######## block 1 ########
==> block_1/layers.png <==
Bar = 20 um. Two of the layers only.
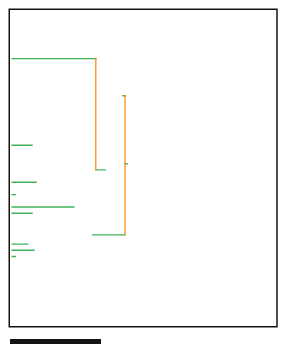

**src/rtl/prog_clk_div.sv**
```systemverilog
// prog_clk_div: programmable power-of-two clock divider. The selection is
// reloaded only at the end of a full period, so DIV_CLK never glitches.
module prog_clk_div #(
  parameter int SEL_W   = 4,
  parameter int MAX_SEL = 15
) (
  input  logic             DIV_MASTER_CLK,
  input  logic             RESET_N,
  input  logic             EN,
  input  logic [SEL_W-1:0] CLK_DIV_SW,
  output logic             DIV_CLK,
  output logic             DIV_STB,
  output logic [SEL_W-1:0] ACTIVE_SEL
);

  localparam int               CNT_W   = (MAX_SEL > 1) ? MAX_SEL : 1;
  localparam logic [SEL_W-1:0] SEL_MAX = SEL_W'(MAX_SEL);

  function automatic logic [SEL_W-1:0] clamp_sel(input logic [SEL_W-1:0] x);
    return (x > SEL_MAX) ? SEL_MAX : x;
  endfunction

  // Last count of a half period, H-1 = 2^sel - 1: the low sel bits set.
  function automatic logic [CNT_W-1:0] half_last(input logic [SEL_W-1:0] sel);
    logic [CNT_W-1:0] m;
    for (int i = 0; i < CNT_W; i++) begin
      m[i] = (i < int'(sel));
    end
    return m;
  endfunction

  logic [CNT_W-1:0] cnt_p0;
  logic [CNT_W-1:0] cnt_nxt;
  logic             clk_p0;
  logic             clk_nxt;
  logic             stb_p0;
  logic             stb_nxt;
  logic [SEL_W-1:0] sel_p0;
  logic [SEL_W-1:0] sel_nxt;
  logic             last;

  // Stage p0: divider state register
  always_ff @(posedge DIV_MASTER_CLK) begin
    if (!RESET_N) begin
      cnt_p0 <= '0;
      clk_p0 <= 1'b0;
      stb_p0 <= 1'b0;
      sel_p0 <= clamp_sel(CLK_DIV_SW);
    end else begin
      cnt_p0 <= cnt_nxt;
      clk_p0 <= clk_nxt;
      stb_p0 <= stb_nxt;
      sel_p0 <= sel_nxt;
    end
  end

  always_comb begin
    last    = (cnt_p0 == half_last(sel_p0));
    cnt_nxt = cnt_p0;
    clk_nxt = clk_p0;
    stb_nxt = 1'b0;
    sel_nxt = sel_p0;
    if (EN) begin
      if (last) begin
        cnt_nxt = '0;
        clk_nxt = ~clk_p0;
        stb_nxt = ~clk_p0;
        // Falling edge closes a full period: the only point a new selection is taken.
        if (clk_p0) begin
          sel_nxt = clamp_sel(CLK_DIV_SW);
        end
      end else begin
        cnt_nxt = cnt_p0 + CNT_W'(1);
      end
    end
  end

  always_comb begin
    DIV_CLK    = clk_p0;
    DIV_STB    = stb_p0;
    ACTIVE_SEL = sel_p0;
  end

endmodule

```
**config.mk**
```make
export PLATFORM = sky130hd
export DESIGN_NAME = prog_clk_div
export DESIGN_NICKNAME = d
export VERILOG_FILES = /design/src/rtl/prog_clk_div.sv
export SDC_FILE = /design/constraint.sdc
export NUM_CORES = 1
export LEC_CHECK = 0
export CORE_ASPECT_RATIO = 1.2
export CORE_MARGIN = 2
export CORE_UTILIZATION = 35
export CTS_CLUSTER_SIZE = 20
export DETAILED_ROUTE_END_ITERATION = 8
export PLACE_DENSITY = 0.59
export SETUP_SLACK_MARGIN = 0.1
export SYNTH_ARGS = -nofsm -noshare
export SYNTH_HDL_FRONTEND = slang
export SYNTH_SLANG_ARGS = --single-unit
```
**constraint.sdc**
```tcl
create_clock -name DIV_MASTER_CLK -period 2.8 [get_ports DIV_MASTER_CLK]
set_input_delay 0.28 -clock DIV_MASTER_CLK [delete_from_list [all_inputs] [get_ports DIV_MASTER_CLK]]
set_output_delay 0.28 -clock DIV_MASTER_CLK [all_outputs]
set_load 0.01 [all_outputs]
```
######## block 2 ########
`config.mk`:
```
export PLATFORM = sky130hd
export DESIGN_NAME = tour_cmd_seq
export DESIGN_NICKNAME = d
export VERILOG_FILES = /design/src/rtl/tour_cmd_seq_pkg.sv /design/src/rtl/tour_cmd_seq_decode.sv /design/src/rtl/tour_cmd_seq.sv
export SDC_FILE = /design/constraint.sdc
export NUM_CORES = 1
export LEC_CHECK = 0
export CAP_MARGIN = 20
export CORE_UTILIZATION = 53
export CTS_CLUSTER_DIAMETER = 80
export DETAILED_ROUTE_END_ITERATION = 16
export PLACE_DENSITY = 0.92
export SYNTH_ARGS = -nofsm -noshare
export SYNTH_HDL_FRONTEND = slang
export SYNTH_HIERARCHICAL = 1
export SYNTH_SLANG_ARGS = --single-unit
```
`constraint.sdc`:
```
create_clock -name clk -period 5.21 [get_ports clk]
set_clock_uncertainty 0.15 [all_clocks]
set_input_delay 1.3025 -clock clk [delete_from_list [all_inputs] [get_ports clk]]
set_output_delay 1.3025 -clock clk [all_outputs]
set_load 0.02 [all_outputs]
```
`src/rtl/tour_cmd_seq_pkg.sv`:
```
// Shared constants and FSM state encoding for the knight's tour command sequencer.
// Latency: n/a (declarations only).
// Backpressure: n/a.
package tour_cmd_seq_pkg;

    localparam logic [3:0] OP_MOVE    = 4'h2;
    localparam logic [3:0] OP_MOVE_FF = 4'h3;

    localparam logic [7:0] HDG_N = 8'h00;
    localparam logic [7:0] HDG_W = 8'h3F;
    localparam logic [7:0] HDG_S = 8'h7F;
    localparam logic [7:0] HDG_E = 8'hBF;

    localparam logic [7:0] RESP_TOUR = 8'h5A;
    localparam logic [7:0] RESP_POS  = 8'hA5;

    typedef enum logic [2:0] {
        S_IDLE,
        S_FETCH,
        S_DECODE,
        S_VERT,
        S_WAIT_V,
        S_HORZ,
        S_WAIT_H
    } state_t;

endpackage

```
`src/rtl/tour_cmd_seq_decode.sv`:
```
// Decodes a one-hot knight move into a vertical leg and a horizontal (fanfare) leg.
// Latency: combinational.
// Backpressure: none; valid is low for any input that is not exactly one-hot.
module knight_move_decode
    import tour_cmd_seq_pkg::*;
(
    input  logic [7:0]  move,
    output logic [15:0] vert_cmd,
    output logic [15:0] horz_cmd,
    output logic        valid
);

    logic       dx_neg;
    logic       dy_neg;
    logic [1:0] dx_mag;
    logic [1:0] dy_mag;

    // Map each move bit to the signed (dx,dy) displacement as sign + magnitude.
    always_comb begin
        dx_neg = 1'b0;
        dy_neg = 1'b0;
        dx_mag = 2'd0;
        dy_mag = 2'd0;
        valid  = 1'b1;
        case (move)
            8'h01: begin                dx_mag = 2'd1;                dy_mag = 2'd2; end
            8'h02: begin dx_neg = 1'b1; dx_mag = 2'd1;                dy_mag = 2'd2; end
            8'h04: begin dx_neg = 1'b1; dx_mag = 2'd2;                dy_mag = 2'd1; end
            8'h08: begin dx_neg = 1'b1; dx_mag = 2'd2; dy_neg = 1'b1; dy_mag = 2'd1; end
            8'h10: begin dx_neg = 1'b1; dx_mag = 2'd1; dy_neg = 1'b1; dy_mag = 2'd2; end
            8'h20: begin                dx_mag = 2'd1; dy_neg = 1'b1; dy_mag = 2'd2; end
            8'h40: begin                dx_mag = 2'd2; dy_neg = 1'b1; dy_mag = 2'd1; end
            8'h80: begin                dx_mag = 2'd2;                dy_mag = 2'd1; end
            default: valid = 1'b0;
        endcase
    end

    assign vert_cmd = {OP_MOVE,    (dy_neg ? HDG_S : HDG_N), 2'b00, dy_mag};
    assign horz_cmd = {OP_MOVE_FF, (dx_neg ? HDG_W : HDG_E), 2'b00, dx_mag};

endmodule

```
`src/rtl/tour_cmd_seq.sv`:
```
// Replays the solved knight's tour as vertical/horizontal leg commands; UART pass-through when idle.
// Latency: start_tour->first cmd_rdy 3 cycles; send_resp->next leg 1 cycle (same move) or 3 (next move).
// Backpressure: cmd_rdy held until clr_cmd_rdy; next leg waits for send_resp; UART cmd left pending while touring.
module tour_cmd_seq
    import tour_cmd_seq_pkg::*;
#(
    parameter int NUM_MOVES = 24,
    parameter int IDX_W     = 5
) (
    input  logic             clk,
    input  logic             rst,
    input  logic             start_tour,
    input  logic [7:0]       move,
    output logic [IDX_W-1:0] mv_indx,
    input  logic [15:0]      cmd_UART,
    input  logic             cmd_rdy_UART,
    output logic             clr_cmd_rdy_UART,
    output logic [15:0]      cmd,
    output logic             cmd_rdy,
    input  logic             clr_cmd_rdy,
    input  logic             send_resp,
    output logic [7:0]       resp,
    output logic             tour_active,
    output logic             tour_err
);

    localparam logic [IDX_W-1:0] LAST_IDX = IDX_W'(NUM_MOVES - 1);

    state_t           state_q, state_d;
    logic [IDX_W-1:0] mv_indx_q, mv_indx_d;
    logic [7:0]       move_q, move_d;
    logic [15:0]      cmd_q, cmd_d;
    logic             cmd_rdy_q, cmd_rdy_d;
    logic             tour_err_q, tour_err_d;

    logic [7:0]       dec_move;
    logic [15:0]      vert_cmd;
    logic [15:0]      horz_cmd;
    logic             dec_vld;
    logic             pass_thru;

    // In DECODE the live memory word is decoded; afterwards the captured copy feeds the horizontal leg.
    assign dec_move = (state_q == S_DECODE) ? move : move_q;

    knight_move_decode u_decode (
        .move     (dec_move),
        .vert_cmd (vert_cmd),
        .horz_cmd (horz_cmd),
        .valid    (dec_vld)
    );

    // State and datapath registers with synchronous reset.
    always_ff @(posedge clk) begin
        if (rst) begin
            state_q    <= S_IDLE;
            mv_indx_q  <= '0;
            move_q     <= '0;
            cmd_q      <= '0;
            cmd_rdy_q  <= 1'b0;
            tour_err_q <= 1'b0;
        end else begin
            state_q    <= state_d;
            mv_indx_q  <= mv_indx_d;
            move_q     <= move_d;
            cmd_q      <= cmd_d;
            cmd_rdy_q  <= cmd_rdy_d;
            tour_err_q <= tour_err_d;
        end
    end

    // Next-state logic: fetch, decode, then issue two handshaked legs per move.
    always_comb begin
        state_d    = state_q;
        mv_indx_d  = mv_indx_q;
        move_d     = move_q;
        cmd_d      = cmd_q;
        cmd_rdy_d  = cmd_rdy_q;
        tour_err_d = 1'b0;
        case (state_q)
            S_IDLE: begin
                if (start_tour) begin
                    mv_indx_d = '0;
                    state_d   = S_FETCH;
                end
            end
            S_FETCH: state_d = S_DECODE;
            S_DECODE: begin
                move_d = move;
                if (!dec_vld) begin
                    tour_err_d = 1'b1;
                    state_d    = S_IDLE;
                end else begin
                    cmd_d     = vert_cmd;
                    cmd_rdy_d = 1'b1;
                    state_d   = S_VERT;
                end
            end
            S_VERT: begin
                if (clr_cmd_rdy) begin
                    cmd_rdy_d = 1'b0;
                    state_d   = S_WAIT_V;
                end
            end
            S_WAIT_V: begin
                if (send_resp) begin
                    cmd_d     = horz_cmd;
                    cmd_rdy_d = 1'b1;
                    state_d   = S_HORZ;
                end
            end
            S_HORZ: begin
                if (clr_cmd_rdy) begin
                    cmd_rdy_d = 1'b0;
                    state_d   = S_WAIT_H;
                end
            end
            S_WAIT_H: begin
                if (send_resp) begin
                    if (mv_indx_q == LAST_IDX) begin
                        state_d = S_IDLE;
                    end else begin
                        mv_indx_d = mv_indx_q + IDX_W'(1);
                        state_d   = S_FETCH;
                    end
                end
            end
            default: state_d = S_IDLE;
        endcase
    end

    // Idle pass-through is cut off the moment a tour starts or reset is applied.
    assign pass_thru        = (state_q == S_IDLE) && !start_tour && !rst;
    assign cmd              = pass_thru ? cmd_UART : cmd_q;
    assign cmd_rdy          = pass_thru ? cmd_rdy_UART : (cmd_rdy_q && !rst);
    assign clr_cmd_rdy_UART = pass_thru && clr_cmd_rdy;
    assign tour_active      = (state_q != S_IDLE);
    assign resp             = tour_active ? RESP_TOUR : RESP_POS;
    assign tour_err         = tour_err_q;
    assign mv_indx          = mv_indx_q;

endmodule
```
######## block 3 ########
[src/rtl/mbx_ombx_reader.sv]
// Outbound mailbox read engine: fetches the object word by word from the SRAM
// window and holds each word in RDATA until the system interface acknowledges it.
module mbx_ombx_reader #(
    parameter int unsigned CfgSramAddrWidth   = 32,
    parameter int unsigned CfgSramDataWidth   = 32,
    parameter int unsigned CfgObjectSizeWidth = 11
) (
    input  logic                          clk_i,
    input  logic                          rst_i,
    input  logic                          mbx_read_i,
    input  logic                          mbx_clear_i,
    input  logic [CfgSramAddrWidth-1:0]   sram_base_addr_i,
    input  logic [CfgSramAddrWidth-1:0]   sram_limit_addr_i,
    input  logic [CfgObjectSizeWidth-1:0] object_size_i,
    input  logic                          sysif_read_ack_i,
    output logic [CfgSramDataWidth-1:0]   read_data_o,
    output logic                          read_data_valid_o,
    output logic                          sys_read_all_o,
    output logic                          read_error_o,
    output logic                          sram_req_o,
    output logic [CfgSramAddrWidth-1:0]   sram_addr_o,
    input  logic                          sram_gnt_i,
    input  logic                          sram_rvalid_i,
    input  logic [CfgSramDataWidth-1:0]   sram_rdata_i,
    input  logic                          sram_rerror_i
);
    localparam int unsigned PtrW = CfgSramAddrWidth + 1;
    localparam logic [PtrW-1:0] WordBytes = PtrW'(CfgSramDataWidth / 8);

    typedef enum logic [2:0] {
        StIdle,
        StFetch,
        StWaitResp,
        StHold,
        StDone,
        StFlush,
        StError
    } state_e;

    state_e                        state_q, state_d;
    logic [PtrW-1:0]               ptr_q, ptr_d;
    logic [CfgObjectSizeWidth-1:0] cnt_q, cnt_d;
    logic [CfgSramDataWidth-1:0]   data_q, data_d;
    logic                          all_q, all_d;
    logic                          err_q, err_d;

    logic clr;
    logic overrun;
    logic last_word;
    logic fetch_req;
    logic pending_rsp;

    // Read dropping mid-transfer is handled exactly like an explicit clear.
    assign clr = mbx_clear_i ||
                 (!mbx_read_i && (state_q == StFetch || state_q == StWaitResp ||
                                  state_q == StHold));
    assign overrun   = ptr_q > {1'b0, sram_limit_addr_i};
    assign last_word = cnt_q == CfgObjectSizeWidth'(1);
    assign fetch_req = (state_q == StFetch) && !overrun;
    assign pending_rsp = ((state_q == StWaitResp || state_q == StFlush) && !sram_rvalid_i) ||
                         (fetch_req && sram_gnt_i);

    always_ff @(posedge clk_i or posedge rst_i) begin
        if (rst_i) begin
            state_q <= StIdle;
        end else begin
            state_q <= state_d;
        end
    end

    always_comb begin
        state_d = state_q;
        if (clr) begin
            state_d = pending_rsp ? StFlush : StIdle;
        end else begin
            unique case (state_q)
                StIdle:     if (mbx_read_i) state_d = (object_size_i == '0) ? StDone : StFetch;
                StFetch:    if (overrun) state_d = StError;
                            else if (sram_gnt_i) state_d = StWaitResp;
                StWaitResp: if (sram_rvalid_i) state_d = sram_rerror_i ? StError : StHold;
                StHold:     if (sysif_read_ack_i) state_d = last_word ? StDone : StFetch;
                StDone:     if (!mbx_read_i) state_d = StIdle;
                StFlush:    if (sram_rvalid_i) state_d = StIdle;
                StError:    state_d = StError;
                default:    state_d = StIdle;
            endcase
        end
    end

    always_comb begin
        ptr_d  = ptr_q;
        cnt_d  = cnt_q;
        data_d = data_q;
        all_d  = 1'b0;
        err_d  = 1'b0;
        if (clr) begin
            cnt_d  = '0;
            data_d = '0;
        end else begin
            unique case (state_q)
                StIdle: begin
                    if (mbx_read_i) begin
                        ptr_d = {1'b0, sram_base_addr_i};
                        cnt_d = object_size_i;
                        all_d = (object_size_i == '0);
                    end
                end
                StFetch: err_d = overrun;
                StWaitResp: begin
                    if (sram_rvalid_i) begin
                        if (sram_rerror_i) err_d = 1'b1;
                        else data_d = sram_rdata_i;
                    end
                end
                StHold: begin
                    if (sysif_read_ack_i) begin
                        cnt_d = cnt_q - CfgObjectSizeWidth'(1);
                        ptr_d = ptr_q + WordBytes;
                        all_d = last_word;
                    end
                end
                default: ;
            endcase
        end
    end

    always_ff @(posedge clk_i or posedge rst_i) begin
        if (rst_i) begin
            ptr_q  <= '0;
            cnt_q  <= '0;
            data_q <= '0;
            all_q  <= 1'b0;
            err_q  <= 1'b0;
        end else begin
            ptr_q  <= ptr_d;
            cnt_q  <= cnt_d;
            data_q <= data_d;
            all_q  <= all_d;
            err_q  <= err_d;
        end
    end

    always_comb begin
        sram_req_o        = fetch_req;
        sram_addr_o       = fetch_req ? ptr_q[CfgSramAddrWidth-1:0] : '0;
        read_data_valid_o = (state_q == StHold);
        read_data_o       = data_q;
        sys_read_all_o    = all_q;
        read_error_o      = err_q;
    end

endmodule

[config.mk]
export PLATFORM = sky130hd
export DESIGN_NAME = mbx_ombx_reader
export DESIGN_NICKNAME = d
export VERILOG_FILES = /design/src/rtl/mbx_ombx_reader.sv
export SDC_FILE = /design/constraint.sdc
export NUM_CORES = 1
export LEC_CHECK = 0
export CELL_PAD_IN_SITES_DETAIL_PLACEMENT = 2
export CELL_PAD_IN_SITES_GLOBAL_PLACEMENT = 2
export CORE_MARGIN = 2
export CORE_UTILIZATION = 28
export CTS_CLUSTER_SIZE = 24
export DETAILED_ROUTE_END_ITERATION = 10
export PLACE_DENSITY = 0.91
export SLEW_MARGIN = 20
export SYNTH_ARGS = -nofsm -noshare
export SYNTH_HDL_FRONTEND = slang
export SYNTH_SLANG_ARGS = --single-unit
export TNS_END_PERCENT = 5
[constraint.sdc]
create_clock -name clk_i -period 5.45 [get_ports clk_i]
set_input_delay 1.09 -clock clk_i [delete_from_list [all_inputs] [get_ports clk_i]]
set_output_delay 1.09 -clock clk_i [all_outputs]
set_load 0.01 [all_outputs]
######## block 4 ########
`config.mk`:
```
export PLATFORM = sky130hd
export DESIGN_NAME = axil_led_regs
export DESIGN_NICKNAME = d
export VERILOG_FILES = /design/src/rtl/axil_led_regs.sv
export SDC_FILE = /design/constraint.sdc
export NUM_CORES = 1
export LEC_CHECK = 0
export ABC_AREA = 1
export ABC_CLOCK_PERIOD_IN_PS = 6900
export CAP_MARGIN = 30
export CORE_AREA = 2 2 176 109
export DETAILED_ROUTE_END_ITERATION = 12
export DIE_AREA = 0 0 178 111
export GPL_TIMING_DRIVEN = 1
export PLACE_DENSITY = 0.74
export SKIP_CTS_REPAIR_TIMING = 1
export SYNTH_ARGS = -nofsm -noshare
export SYNTH_HDL_FRONTEND = slang
export SYNTH_SLANG_ARGS = --single-unit
```
`constraint.sdc`:
```
create_clock -name clk -period 6.9 [get_ports clk]
set_input_delay 1.38 -clock clk [delete_from_list [all_inputs] [get_ports clk]]
set_output_delay 1.38 -clock clk [all_outputs]
set_load 0.01 [all_outputs]
```
`src/rtl/axil_led_regs.sv`:
```
// rtl/axil_led_regs.sv - AXI4-lite register bank with ID, scratch, LED, LED toggle and cycle counter
module axil_led_regs #(
    parameter int unsigned              DATA_WIDTH = 32,
    parameter int unsigned              ADDR_WIDTH = 16,
    parameter int unsigned              STRB_WIDTH = DATA_WIDTH / 8,
    parameter int unsigned              LED_WIDTH  = 8,
    parameter logic [31:0]              ID_VALUE   = 32'h1CA9_0001,
    parameter logic [LED_WIDTH-1:0]     LED_RESET  = '0
) (
    input  logic                    clk,
    input  logic                    rst,

    input  logic [ADDR_WIDTH-1:0]   s_axil_awaddr,
    input  logic [2:0]              s_axil_awprot,
    input  logic                    s_axil_awvalid,
    output logic                    s_axil_awready,

    input  logic [DATA_WIDTH-1:0]   s_axil_wdata,
    input  logic [STRB_WIDTH-1:0]   s_axil_wstrb,
    input  logic                    s_axil_wvalid,
    output logic                    s_axil_wready,

    output logic [1:0]              s_axil_bresp,
    output logic                    s_axil_bvalid,
    input  logic                    s_axil_bready,

    input  logic [ADDR_WIDTH-1:0]   s_axil_araddr,
    input  logic [2:0]              s_axil_arprot,
    input  logic                    s_axil_arvalid,
    output logic                    s_axil_arready,

    output logic [DATA_WIDTH-1:0]   s_axil_rdata,
    output logic [1:0]              s_axil_rresp,
    output logic                    s_axil_rvalid,
    input  logic                    s_axil_rready,

    output logic [LED_WIDTH-1:0]    led
);

    localparam logic [1:0] RESP_OKAY   = 2'b00;
    localparam logic [1:0] RESP_SLVERR = 2'b10;

    localparam logic [5:0] IDX_ID      = 6'd0;
    localparam logic [5:0] IDX_SCRATCH = 6'd1;
    localparam logic [5:0] IDX_LED     = 6'd2;
    localparam logic [5:0] IDX_TOGGLE  = 6'd3;
    localparam logic [5:0] IDX_CYCLE   = 6'd4;

    // Write-side holding state: a beat that arrives before its partner waits here
    logic                   aw_held_q, aw_held_d;
    logic [5:0]             aw_idx_q, aw_idx_d;
    logic                   w_held_q, w_held_d;
    logic [DATA_WIDTH-1:0]  wdata_q, wdata_d;
    logic [STRB_WIDTH-1:0]  wstrb_q, wstrb_d;

    logic                   bvalid_q, bvalid_d;
    logic [1:0]             bresp_q, bresp_d;
    logic                   rvalid_q, rvalid_d;
    logic [DATA_WIDTH-1:0]  rdata_q, rdata_d;
    logic [1:0]             rresp_q, rresp_d;

    logic [LED_WIDTH-1:0]   led_q, led_d;
    logic [DATA_WIDTH-1:0]  scratch_q, scratch_d;
    logic [31:0]            cycle_q, cycle_d;

    logic                   aw_fire, w_fire, ar_fire, commit;
    logic [5:0]             wr_idx, rd_idx;
    logic [DATA_WIDTH-1:0]  wr_data, wr_mask, led_ext, rd_val;
    logic [STRB_WIDTH-1:0]  wr_strb;
    logic [1:0]             rd_resp;

    // prot and the ignored address bits are intentionally unused
    logic unused_inputs;
    assign unused_inputs = ^{s_axil_awprot, s_axil_arprot, s_axil_awaddr, s_axil_araddr};

    // Readies are gated by rst so they read low while reset is held
    assign s_axil_awready = !rst && !aw_held_q && !bvalid_q;
    assign s_axil_wready  = !rst && !w_held_q && !bvalid_q;
    assign s_axil_arready = !rst && !rvalid_q;

    assign aw_fire = s_axil_awvalid && s_axil_awready;
    assign w_fire  = s_axil_wvalid && s_axil_wready;
    assign ar_fire = s_axil_arvalid && s_axil_arready;

    // Commit once both beats are available, whether held or arriving now
    assign commit  = (aw_held_q || aw_fire) && (w_held_q || w_fire);
    assign wr_idx  = aw_held_q ? aw_idx_q : s_axil_awaddr[7:2];
    assign wr_data = w_held_q ? wdata_q : s_axil_wdata;
    assign wr_strb = w_held_q ? wstrb_q : s_axil_wstrb;
    assign rd_idx  = s_axil_araddr[7:2];

    assign s_axil_bvalid = bvalid_q;
    assign s_axil_bresp  = bresp_q;
    assign s_axil_rvalid = rvalid_q;
    assign s_axil_rdata  = rdata_q;
    assign s_axil_rresp  = rresp_q;
    assign led           = led_q;

    // Expand byte strobes to a bit mask and zero-extend the LED register for reads
    always_comb begin
        wr_mask = '0;
        for (int i = 0; i < int'(STRB_WIDTH); i++) begin
            wr_mask[8*i +: 8] = {8{wr_strb[i]}};
        end
        led_ext = '0;
        led_ext[LED_WIDTH-1:0] = led_q;
    end

    // Read decode; values are taken before any same-edge write commit lands
    always_comb begin
        rd_val  = '0;
        rd_resp = RESP_OKAY;
        case (rd_idx)
            IDX_ID:      rd_val = ID_VALUE;
            IDX_SCRATCH: rd_val = scratch_q;
            IDX_LED:     rd_val = led_ext;
            IDX_TOGGLE:  rd_val = '0;
            IDX_CYCLE:   rd_val = cycle_q;
            default:     rd_resp = RESP_SLVERR;
        endcase
    end

    // Next-state: write holds, commit, responses and register updates
    always_comb begin
        aw_held_d = aw_held_q;
        aw_idx_d  = aw_idx_q;
        w_held_d  = w_held_q;
        wdata_d   = wdata_q;
        wstrb_d   = wstrb_q;
        bvalid_d  = bvalid_q;
        bresp_d   = bresp_q;
        rvalid_d  = rvalid_q;
        rdata_d   = rdata_q;
        rresp_d   = rresp_q;
        led_d     = led_q;
        scratch_d = scratch_q;
        cycle_d   = cycle_q + 32'd1;

        if (bvalid_q && s_axil_bready) begin
            bvalid_d = 1'b0;
        end

        if (commit) begin
            aw_held_d = 1'b0;
            w_held_d  = 1'b0;
            bvalid_d  = 1'b1;
            bresp_d   = RESP_OKAY;
            case (wr_idx)
                IDX_ID:      ;
                IDX_SCRATCH: scratch_d = (scratch_q & ~wr_mask) | (wr_data & wr_mask);
                IDX_LED:     led_d = (led_q & ~wr_mask[LED_WIDTH-1:0])
                                   | (wr_data[LED_WIDTH-1:0] & wr_mask[LED_WIDTH-1:0]);
                IDX_TOGGLE:  led_d = led_q ^ (wr_data[LED_WIDTH-1:0] & wr_mask[LED_WIDTH-1:0]);
                IDX_CYCLE:   cycle_d = '0;
                default:     bresp_d = RESP_SLVERR;
            endcase
        end else begin
            if (aw_fire) begin
                aw_held_d = 1'b1;
                aw_idx_d  = s_axil_awaddr[7:2];
            end
            if (w_fire) begin
                w_held_d = 1'b1;
                wdata_d  = s_axil_wdata;
                wstrb_d  = s_axil_wstrb;
            end
        end

        if (rvalid_q && s_axil_rready) begin
            rvalid_d = 1'b0;
        end
        if (ar_fire) begin
            rvalid_d = 1'b1;
            rdata_d  = rd_val;
            rresp_d  = rd_resp;
        end
    end

    // State registers with asynchronous reset
    always_ff @(posedge clk or posedge rst) begin
        if (rst) begin
            aw_held_q <= 1'b0;
            aw_idx_q  <= '0;
            w_held_q  <= 1'b0;
            wdata_q   <= '0;
            wstrb_q   <= '0;
            bvalid_q  <= 1'b0;
            bresp_q   <= RESP_OKAY;
            rvalid_q  <= 1'b0;
            rdata_q   <= '0;
            rresp_q   <= RESP_OKAY;
            led_q     <= LED_RESET;
            scratch_q <= '0;
            cycle_q   <= '0;
        end else begin
            aw_held_q <= aw_held_d;
            aw_idx_q  <= aw_idx_d;
            w_held_q  <= w_held_d;
            wdata_q   <= wdata_d;
            wstrb_q   <= wstrb_d;
            bvalid_q  <= bvalid_d;
            bresp_q   <= bresp_d;
            rvalid_q  <= rvalid_d;
            rdata_q   <= rdata_d;
            rresp_q   <= rresp_d;
            led_q     <= led_d;
            scratch_q <= scratch_d;
            cycle_q   <= cycle_d;
        end
    end

endmodule

```
==> block_3/class_map.png <==
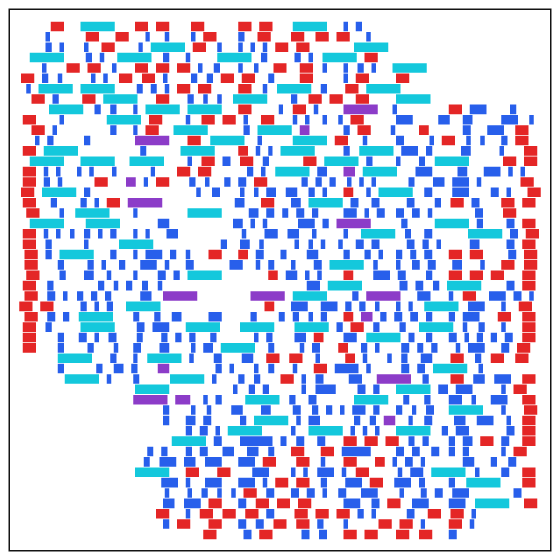
Key: registers = cyan [cells 81, share of their area 27%]; remaining logic cells = blue [cells 549, share of their area 43%]; clock drivers and dummy loads = purple [cells 16, share of their area 3.9%]; remaining buffers and delay cells = red [cells 194, share of their area 26%]

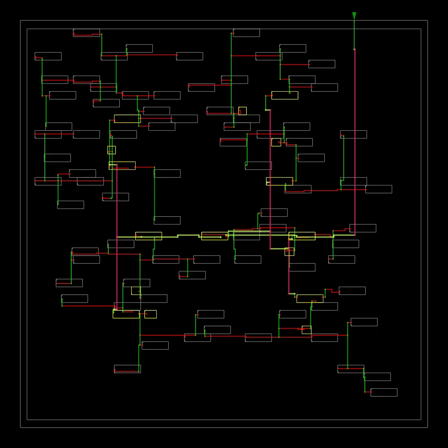
(block_3/clock_nets.png)
TritonCTS Sinks: 81
Late-Pin Clk Latency: 0.35 ns
Flops: 81
clk_skew: 0.007580 ns
CLK BUF: 9

==> GITHUB_STEP_SUMMARY, block 3 <==
### Flow metrics

| Metric | Value |
|---|---|
| Gpl congestion | just under 0.8 |
| Count leader, synth | nand2_1 |
| Iteration-0 DRC Markers | 212 |
| Reg-to-reg setup timing slack | approximately 2.5 ns |
| Filler instances | 2133 |
| Avg Synthesized Cell Area | 7.981 um2 |
| Non-Filler Instances | 1074 |
| Outcome | finished, final reports clean |
| Met3 Use GR | 2.565% |
| Total Routed Length | 21.74 mm |
| XOR/XNOR Area Share | 0.3300% |
| Max_slew headroom | 40.05% |
| Ys cells | 665 |
| Layout cell share with drive strength beyond 1 | 5.238% |
| And+or+nand+nor area frac | 24.42% |
| Sequential Area | 2027 um2 |
| Hold path start | read_data_o[8] |
| Final Cycle Share | between 90% and 100% |
| Flops after synth | ~81 |
| Pre-CTS setup slack | 0.1271 ns |
| Core Util, Final | 41.21% |
| Via count | roughly 5700 |
| Largest net degree at the start of global routing | roughly 49 |
| DR WL/cell | around 20 um |
| Count of library flops with an enable pin | 0 |
| ANT nets after route | 0 |
| Total CTS buffers | 9 |
| Largest delay share family, worst path | buffers and inverters |
| Ys flop type | dfrtp_1 |
| Die area | between 20000 and 25000 um2 |
| Min setup slack post-route | 0.2366 ns |
| Die outline width | 141.7 um |
| Critical Path Start Type | primary input |
| Arrival time worst endpoint | 4.12 ns |
| Hold Slack | 0.5184 ns |
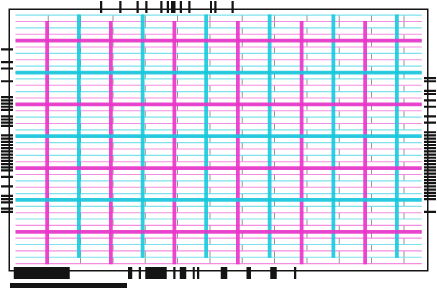
(block_4/floorplan.png)
Bar = 50 um. Pins as bars on the die edge. Tap cells in grey.
Key: VSS = magenta; VDD = cyan
7 straps on met5. The core has 39 rows. 40 met1 rails follow the rows. 246 tap cells. 130 signal pins sit on the boundary.
Core ar.: 18400 um2
Peak VDD IR: 0.1735 mV
Die Ht: 111 um

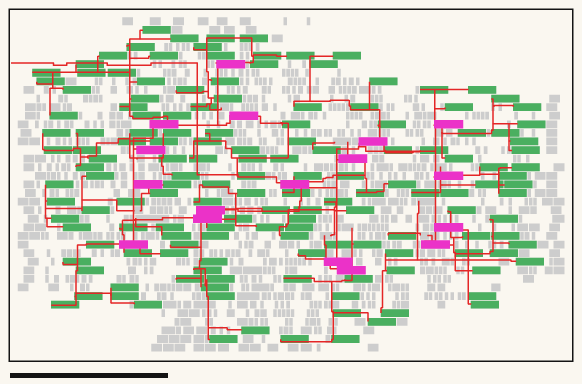
(block_4/clock_wires.png)
Bar = 50 um.
Key: flip-flops = green [count 152]; clock wires = red [length 1860 um]; clock-net drivers = magenta [count 17]
Position of the flops: widely spread.
Late-Pin Clk Latency: 0.43 ns
clock power share: 29.6%
Clock Power: 0.947 mW
clk_skew: 0.008384 ns

==> GITHUB_STEP_SUMMARY, block 4 <==
### Flow metrics

| Metric | Value |
|---|---|
| WP data required | around 5.5 ns |
| Reg2reg path depth | 5 |
| Class of the worst hold path | flop to flop |
| Longest Clk Path Bufs | 2 |
| Die outline width | between 150 and 200 um |
| CP max FO | 4 |
| XOR/XNOR Area Share | 1.313% |
| Filler instances | approximately 1800 |
| WL met2 | 8.300 mm |
| Clock transition at path regs | 0.07 ns |
| CLK BUF | 17 |
| Post-synth area hogs | dfrtp_1 48%, nand2_1 21%, o21ai_0 5.3% |
| Critical path class | primary input to output port |
| Top Consumer | registers |
| Top Metal Used | met4 |
| Sw frac | 38.11% |
| And+or+nand+nor area frac | 34.02% |
| GRT overflow | 0 |
| RSZ-0062 raised after global routing | no |
| CTS tree | built |
| Mi-comb count | 774 |
| TritonCTS Sinks | 152 |
| Outcome | finished, final reports clean |
| Pleak | 4.836 nW |
| Crit-path cells | clkdlybuf4s50_1 > nor3_1 > clkdlybuf4s50_1 |
| Final Cell Area | around 9800 um2 |
| Non-clock buffers | 108 |
| Synth cell types | 34 |
| Yosys stat area | around 8000 um2 |
| Non-clock buffer share | between 10 and 15% |
| Most frequent cells in the layout | 445 x nand2_1, 151 x dfrtp_1, 101 x clkdlybuf4s50_1 |
| Design Power | 3.200 mW |
| Top-area cell share | about 48% |
| Main logic family after synthesis | simple AND/OR/NAND/NOR gates |
| Area Overhead vs Synth | 21.92% |
| HPWL after DPL | 15.32 mm |
| Pre-CTS setup slack | 2.424 ns |
| Logic power comb | slightly above 0.9 mW |
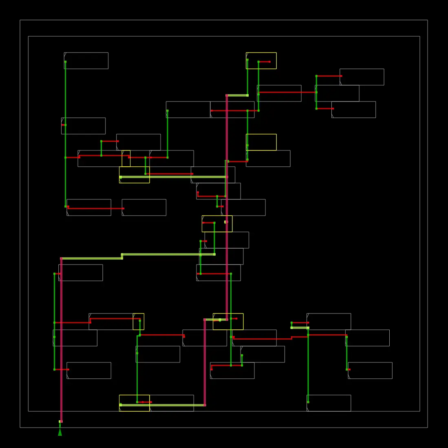
(block_2/clock_nets.png)
CLK BUF: 7
TritonCTS Sinks: 34
Flops: 34
total CTS buffers: 5

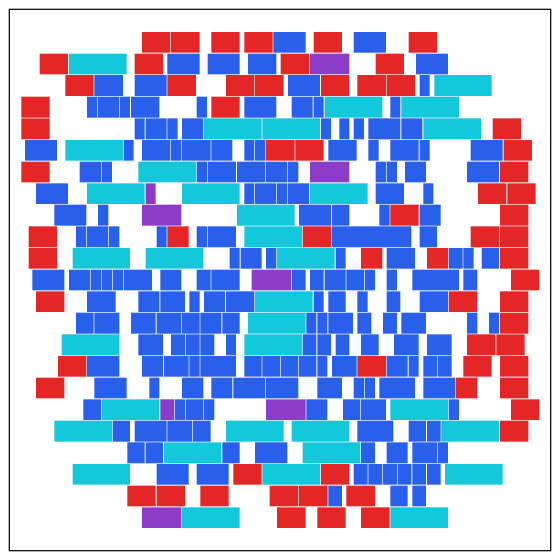
(block_2/class_map.png)
Key: registers = cyan [cells 34, share of their area 25%]; remaining logic cells = blue [cells 195, share of their area 49%]; remaining buffers and delay cells = red [cells 66, share of their area 23%]; clock drivers and dummy loads = purple [cells 8, share of their area 3.3%]

==> GITHUB_STEP_SUMMARY, block 2 <==
### Flow metrics

| Metric | Value |
|---|---|
| Outcome | finished, final reports clean |
| Core ar. | just over 4000 um2 |
| Die outline width | roughly 68 um |
| Top Consumer | combinational logic |
| Critical Path Sink | cmd[8] |
| Gpl congestion | between 0.7 and 0.8 |
| Top Metal Used | met4 |
| Count leader, synth | buf_4 |
| Well Taps | 50 |
| GRT overflow | 0 |
| And+or+nand+nor area frac | 18.27% |
| Longest Clk Path Bufs | 2 |
| Comb power frac | 45.2% |
| Reg-to-reg setup timing slack | 1.44 ns |
| Critical path class | primary input to output port |
| Final Cycle Share | 90.07% |
| Clock Power | 0.198 mW |
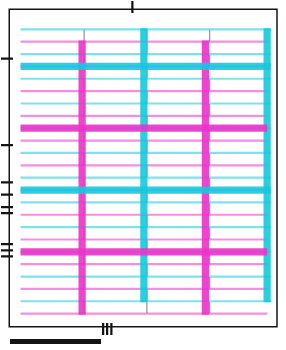
(block_1/floorplan.png)
Bar = 20 um. Pins as bars on the die edge. Tap cells in grey.
Key: VSS = magenta; VDD = cyan
4 straps on met4. The core has 23 rows.

About block_1/layers.png:
Key: M3 = green [wire length 65.3 um]; M4 = orange [wire length 55.1 um]
DR WL/cell: 12.76 um
GRT Resource Usage Total: 13.41%

==> GITHUB_STEP_SUMMARY, block 1 <==
### Flow metrics

| Metric | Value |
|---|---|
| Outcome | finished, final reports clean |
| Area Overhead vs Synth | 10.49% |
| And+or+nand+nor area frac | 25.77% |
| Die outline width | 58.61 um |
| Net switching power | 0.1463 mW |
| Peak VDD IR | 0.2527 mV |
| Design Power | roughly 0.6 mW |
| Synth mux share | 0.7992% |
| Pleak | 0.4836 nW |
| Well Taps | 37 |
| Synthesis Warnings | 0 |
| Fmax | 0.4392 GHz |
| Crit path depth | 6 |
| # placed instances | roughly 190 |
| GRT overflow | 0 |
| Yosys stat area | roughly 1300 um2 |
| CLK BUF | 4 |
| Initial antenna violation count | 0 |
| Reg2reg path depth | 6 |
| Reg-to-reg setup timing slack | 0.52 ns |
| Class of the worst hold path | flop to flop |
| Port Buffers | 12 |
| Clock transition at path regs | 0.07 ns |
| Logic power comb | roughly 0.071 mW |
| Max reg flops | 15 |

######## block 5 ########
==> block_5/floorplan.png <==
Bar = 50 um. Pins as bars on the die edge. Tap cells in grey.
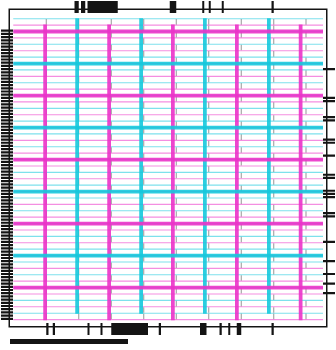
==> block_5/class_map.png <==
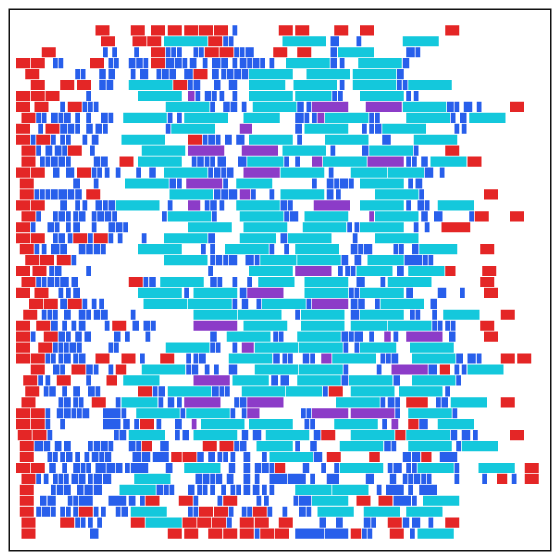
==> block_5/clock_wires.png <==
Bar = 50 um.
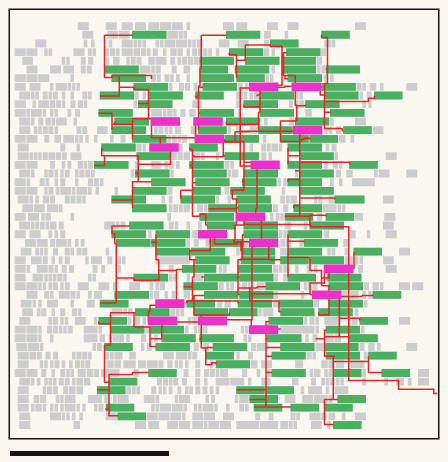
**config.mk**
```make
export PLATFORM = sky130hd
export DESIGN_NAME = nd_rr_4to1
export DESIGN_NICKNAME = d
export VERILOG_FILES = /design/src/rtl/nd_rr_4to1_pkg.sv /design/src/rtl/ns_msg_fifo.sv /design/src/rtl/nd_rr_4to1.sv
export SDC_FILE = /design/constraint.sdc
export NUM_CORES = 1
export LEC_CHECK = 0
export ABC_AREA = 1
export CAP_MARGIN = 20
export CORE_UTILIZATION = 45
export CTS_BUF_LIST = sky130_fd_sc_hd__clkbuf_8 sky130_fd_sc_hd__clkbuf_16
export DETAILED_ROUTE_END_ITERATION = 10
export PLACE_DENSITY = 0.72
export SETUP_SLACK_MARGIN = 0.5
export SYNTH_ARGS = -nofsm -noshare
export SYNTH_HDL_FRONTEND = slang
export SYNTH_SLANG_ARGS = --single-unit
export TNS_END_PERCENT = 10
```
**constraint.sdc**
```tcl
create_clock -name gch_clk -period 6 [get_ports gch_clk]
set_input_delay 1.2 -clock gch_clk [delete_from_list [all_inputs] [get_ports gch_clk]]
set_output_delay 1.2 -clock gch_clk [all_outputs]
set_load 0.005 [all_outputs]
```
**src/rtl/nd_rr_4to1_pkg.sv**
```systemverilog
// Shared types and helpers for the four-input round-robin merge node.
// Holds the output-channel state encoding and the arbiter pointer helper.
package nd_rr_4to1_pkg;

    localparam int NUM_IN = 4;

    typedef enum logic [1:0] {
        SND_IDLE = 2'd0,
        SND_BUSY = 2'd1,
        SND_WAIT = 2'd2
    } snd_state_e;

    function automatic logic [1:0] rr_inc(input logic [1:0] idx);
        return idx + 2'd1;
    endfunction

endpackage

```
**src/rtl/ns_msg_fifo.sv**
```systemverilog
// Circular message store for the merge node: one push and one pop port,
// packed message bus, occupancy count plus full/empty flags.
module ns_msg_fifo #(
    parameter int FSZ = 4,
    parameter int MW  = 28
) (
    input  logic                  i_clk,
    input  logic                  i_rst,
    input  logic                  i_push,
    input  logic [MW-1:0]         i_push_msg,
    input  logic                  i_pop,
    output logic [MW-1:0]         o_head_msg,
    output logic                  o_full,
    output logic                  o_empty,
    output logic [$clog2(FSZ):0]  o_count
);

    localparam int IW = (FSZ > 1) ? $clog2(FSZ) : 1;
    localparam int CW = $clog2(FSZ) + 1;
    localparam logic [IW-1:0] LAST_IDX = IW'(FSZ - 1);
    localparam logic [CW-1:0] FULL_CNT = CW'(FSZ);

    logic [MW-1:0] r_mem [FSZ];
    logic [IW-1:0] r_wr_idx;
    logic [IW-1:0] r_rd_idx;
    logic [CW-1:0] r_count;
    logic          w_push_ok;
    logic          w_pop_ok;

    function automatic logic [IW-1:0] idx_next(input logic [IW-1:0] idx);
        return (idx == LAST_IDX) ? '0 : idx + 1'b1;
    endfunction

    assign o_full     = (r_count == FULL_CNT);
    assign o_empty    = (r_count == '0);
    assign o_count    = r_count;
    assign o_head_msg = r_mem[r_rd_idx];
    assign w_push_ok  = i_push && !o_full;
    assign w_pop_ok   = i_pop && !o_empty;

    // Storage carries no reset; only slots behind a valid count are ever read.
    always_ff @(posedge i_clk) begin
        if (w_push_ok) begin
            r_mem[r_wr_idx] <= i_push_msg;
        end
    end

    always_ff @(posedge i_clk or posedge i_rst) begin
        if (i_rst) begin
            r_wr_idx <= '0;
            r_rd_idx <= '0;
            r_count  <= '0;
        end else begin
            if (w_push_ok) begin
                r_wr_idx <= idx_next(r_wr_idx);
            end
            if (w_pop_ok) begin
                r_rd_idx <= idx_next(r_rd_idx);
            end
            case ({w_push_ok, w_pop_ok})
                2'b10:   r_count <= r_count + 1'b1;
                2'b01:   r_count <= r_count - 1'b1;
                default: r_count <= r_count;
            endcase
        end
    end

endmodule

```
**src/rtl/nd_rr_4to1.sv**
```systemverilog
// Four-input round-robin merge node: arbitrates four 4-phase receive channels
// into a message FIFO and drains it through one 4-phase send channel.
module nd_rr_4to1
    import nd_rr_4to1_pkg::*;
#(
    parameter int FSZ = 4,
    parameter int ASZ = 8,
    parameter int DSZ = 8,
    parameter int RSZ = 4
) (
    input  logic                 gch_clk,
    input  logic                 gch_reset,
    output logic                 gch_ready,
    input  logic [3:0]           cfg_en,

    input  logic                 rcv0_req,
    output logic                 rcv0_ack,
    input  logic [ASZ-1:0]       rcv0_src,
    input  logic [ASZ-1:0]       rcv0_dst,
    input  logic [DSZ-1:0]       rcv0_dat,
    input  logic [RSZ-1:0]       rcv0_red,

    input  logic                 rcv1_req,
    output logic                 rcv1_ack,
    input  logic [ASZ-1:0]       rcv1_src,
    input  logic [ASZ-1:0]       rcv1_dst,
    input  logic [DSZ-1:0]       rcv1_dat,
    input  logic [RSZ-1:0]       rcv1_red,

    input  logic                 rcv2_req,
    output logic                 rcv2_ack,
    input  logic [ASZ-1:0]       rcv2_src,
    input  logic [ASZ-1:0]       rcv2_dst,
    input  logic [DSZ-1:0]       rcv2_dat,
    input  logic [RSZ-1:0]       rcv2_red,

    input  logic                 rcv3_req,
    output logic                 rcv3_ack,
    input  logic [ASZ-1:0]       rcv3_src,
    input  logic [ASZ-1:0]       rcv3_dst,
    input  logic [DSZ-1:0]       rcv3_dat,
    input  logic [RSZ-1:0]       rcv3_red,

    output logic                 snd0_req,
    input  logic                 snd0_ack,
    output logic [ASZ-1:0]       snd0_src,
    output logic [ASZ-1:0]       snd0_dst,
    output logic [DSZ-1:0]       snd0_dat,
    output logic [RSZ-1:0]       snd0_red,

    output logic [1:0]           gnt_last,
    output logic [1:0]           o_dbg_state,
    output logic [$clog2(FSZ):0] o_dbg_count,
    output logic [1:0]           o_dbg_rr_ptr
);

    localparam int MW = 2 * ASZ + DSZ + RSZ;

    // Channel handshake (both sides, 4-phase): a sender raises req with its
    // message stable; the receiver raises ack once it has taken the message;
    // the sender drops req, then the receiver drops ack; only then may req rise again.

    logic [NUM_IN-1:0] w_req;
    logic [NUM_IN-1:0] w_cand;
    logic [NUM_IN-1:0] w_gnt_vec;
    logic [MW-1:0]     w_msg [NUM_IN];
    logic [2:0]        w_pick;
    logic [1:0]        w_win;
    logic              w_grant;
    logic [MW-1:0]     w_head;
    logic              w_full;
    logic              w_empty;
    logic              w_load;
    logic              w_snd_clr;

    logic [NUM_IN-1:0] r_ack;
    logic [1:0]        r_rr_ptr;
    logic [1:0]        r_gnt_last;
    logic              r_ready;
    logic              r_snd_req;
    logic [MW-1:0]     r_snd_msg;
    snd_state_e        r_state;
    snd_state_e        w_state_nxt;

    // Returns {found, index} of the first candidate at or after ptr, modulo 4.
    function automatic logic [2:0] rr_pick(input logic [3:0] cand, input logic [1:0] ptr);
        logic [2:0] res;
        logic [1:0] idx;
        res = 3'b000;
        idx = ptr;
        for (int i = 0; i < 4; i++) begin
            if (!res[2] && cand[idx]) begin
                res = {1'b1, idx};
            end
            idx = idx + 2'd1;
        end
        return res;
    endfunction

    assign w_req    = {rcv3_req, rcv2_req, rcv1_req, rcv0_req};
    assign w_msg[0] = {rcv0_src, rcv0_dst, rcv0_dat, rcv0_red};
    assign w_msg[1] = {rcv1_src, rcv1_dst, rcv1_dat, rcv1_red};
    assign w_msg[2] = {rcv2_src, rcv2_dst, rcv2_dat, rcv2_red};
    assign w_msg[3] = {rcv3_src, rcv3_dst, rcv3_dat, rcv3_red};

    assign w_cand  = w_req & ~r_ack & cfg_en;
    assign w_pick  = rr_pick(w_cand, r_rr_ptr);
    assign w_win   = w_pick[1:0];
    // Full is judged on the pre-edge count; a same-cycle pop frees nothing yet.
    assign w_grant = w_pick[2] && !w_full;

    always_comb begin
        w_gnt_vec = '0;
        if (w_grant) begin
            w_gnt_vec[w_win] = 1'b1;
        end
    end

    ns_msg_fifo #(
        .FSZ (FSZ),
        .MW  (MW)
    ) u_fifo (
        .i_clk      (gch_clk),
        .i_rst      (gch_reset),
        .i_push     (w_grant),
        .i_push_msg (w_msg[w_win]),
        .i_pop      (w_load),
        .o_head_msg (w_head),
        .o_full     (w_full),
        .o_empty    (w_empty),
        .o_count    (o_dbg_count)
    );

    // Ack release depends only on req going low, so masking or a full FIFO
    // never strands a sender mid-handshake.
    always_ff @(posedge gch_clk or posedge gch_reset) begin
        if (gch_reset) begin
            r_ready    <= 1'b0;
            r_ack      <= '0;
            r_rr_ptr   <= 2'd0;
            r_gnt_last <= 2'd0;
        end else begin
            r_ready <= 1'b1;
            r_ack   <= (r_ack & w_req) | w_gnt_vec;
            if (w_grant) begin
                r_rr_ptr   <= rr_inc(w_win);
                r_gnt_last <= w_win;
            end
        end
    end

    always_ff @(posedge gch_clk or posedge gch_reset) begin
        if (gch_reset) begin
            r_state <= SND_IDLE;
        end else begin
            r_state <= w_state_nxt;
        end
    end

    always_comb begin
        w_state_nxt = r_state;
        w_load      = 1'b0;
        w_snd_clr   = 1'b0;
        case (r_state)
            SND_IDLE: begin
                if (!w_empty && !snd0_ack) begin
                    w_load      = 1'b1;
                    w_state_nxt = SND_BUSY;
                end
            end
            SND_BUSY: begin
                if (snd0_ack) begin
                    w_snd_clr   = 1'b1;
                    w_state_nxt = SND_WAIT;
                end
            end
            SND_WAIT: begin
                if (!snd0_ack) begin
                    w_state_nxt = SND_IDLE;
                end
            end
            default: begin
                w_state_nxt = SND_IDLE;
            end
        endcase
    end

    // Message regs change only on a load, so the fields hold until the next message.
    always_ff @(posedge gch_clk or posedge gch_reset) begin
        if (gch_reset) begin
            r_snd_req <= 1'b0;
            r_snd_msg <= '0;
        end else if (w_load) begin
            r_snd_req <= 1'b1;
            r_snd_msg <= w_head;
        end else if (w_snd_clr) begin
            r_snd_req <= 1'b0;
        end
    end

    assign gch_ready    = r_ready;
    assign rcv0_ack     = r_ack[0];
    assign rcv1_ack     = r_ack[1];
    assign rcv2_ack     = r_ack[2];
    assign rcv3_ack     = r_ack[3];
    assign snd0_req     = r_snd_req;
    assign {snd0_src, snd0_dst, snd0_dat, snd0_red} = r_snd_msg;
    assign gnt_last     = r_gnt_last;
    assign o_dbg_state  = r_state;
    assign o_dbg_rr_ptr = r_rr_ptr;

endmodule

```
==> GITHUB_STEP_SUMMARY <==
### Flow metrics

| Metric | Value |
|---|---|
| Outcome | finished, final reports clean |
| Net switching power | 2.934 mW |
| Top Usage Layer GRT | met2 |
| Critical path class | primary input to flop |
| Reg-to-reg setup timing slack | 2.96 ns |
| Iteration-0 DRC Markers | 527 |
| Worst path bufs/invs | 2 |
| Residual DRC | 0 |
| Post-cts sizing count | 0 |
| Fmax | between 0.2 and 0.3 GHz |
| Well Taps | 220 |
| Late-Pin Clk Latency | between 0.4 and 0.5 ns |
| First-pass GRT wire length | 30.89 mm |
| Largest class | flip-flops and latches |
| Top Consumer | combinational logic |
| Biggest regs | u_fifo.r_mem (112), r_snd_msg (28), r_ack (4) |
| Yosys top cell by area | edfxtp_1 |
| Class of the worst hold path | flop to flop |
| Synthesized area | 7871 um2 |
| Logic inverters | 138 |
| Slowest-stage cell, CP | clkdlybuf4s50_1 |
| Die outline width | roughly 130 um |
| Synth async-reset ratio | 29.56% |
| Diode count | 0 |
| Vias in the first global route | 6131 |
| Final Cycle Share | 58.87% |
| CP peak stage delay | 0.45 ns |
| WP data required | about 6.3 ns |
| Setup TNS | 0 ns |
| Count leader, synth | nor2_1 |
| XOR/XNOR Area Share | 0.2225% |
| R2r endpoint | u_fifo.o_count[2] |
| Crit-path cells | clkdlybuf4s50_1 > nand3_1 > nand2_1 > nand2_1 > nand2_1 > nand2_1 > nand4_1 > o31ai_2 > ha_1 > inv_1 > fa_1 > a21oi_1 > o21ai_0 > xor2_1 |
| Largest Register | u_fifo.r_mem |
| Synthesis Warnings | 0 |
| Placed cell area | 9627 um2 |
Notes on block_5/floorplan.png above:
Key: VSS = magenta; VDD = cyan
The core has 47 rows. 166 signal pins sit on the boundary. 48 met1 rails follow the rows. 9 straps on met5. 220 tap cells.
Core ar.: 16820 um2
Peak VDD IR: 0.5011 mV
Die Ht: 134.3 um

Notes on block_5/class_map.png above:
Key: remaining buffers and delay cells = red [cells 180, share of their area 18%]; registers = cyan [cells 159, share of their area 46%]; remaining logic cells = blue [cells 671, share of their area 31%]; clock drivers and dummy loads = purple [cells 32, share of their area 5.7%]

Notes on block_5/clock_wires.png above:
Key: clock wires = red [length 1620 um]; clock-net drivers = magenta [count 17]; flip-flops = green [count 159]
There are 18 routed clock nets.



==> layout pictures side by side <==
Clock wires, drivers and flops.
Plate I
Bar = 20 um.
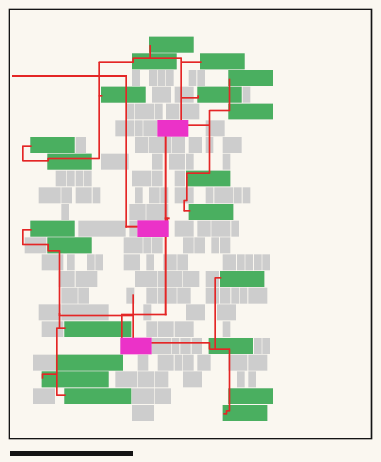
Plate II
Bar = 20 um.
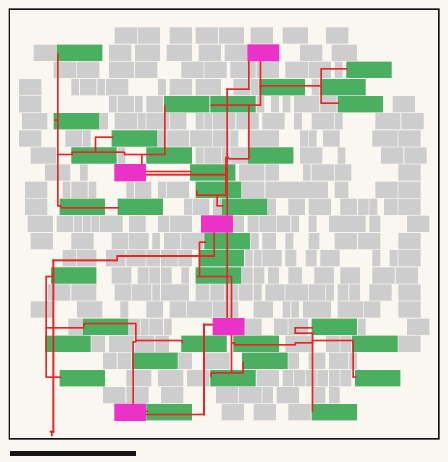
Plate III
Bar = 50 um.
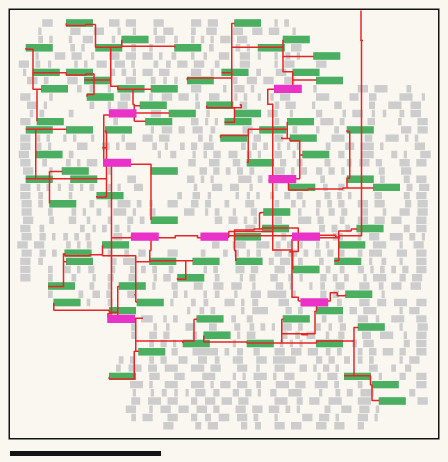
| from | picture |
|---|---|
| block 3 | Plate III |
| block 2 | Plate II |
| block 1 | Plate I |

Key to Plate II:
Key: clock-net drivers = magenta [count 5]; flip-flops = green [count 34]; clock wires = red [length 441 um]
Position of the flops: widely spread.

Power is estimated from default activity; no workload was simulated.
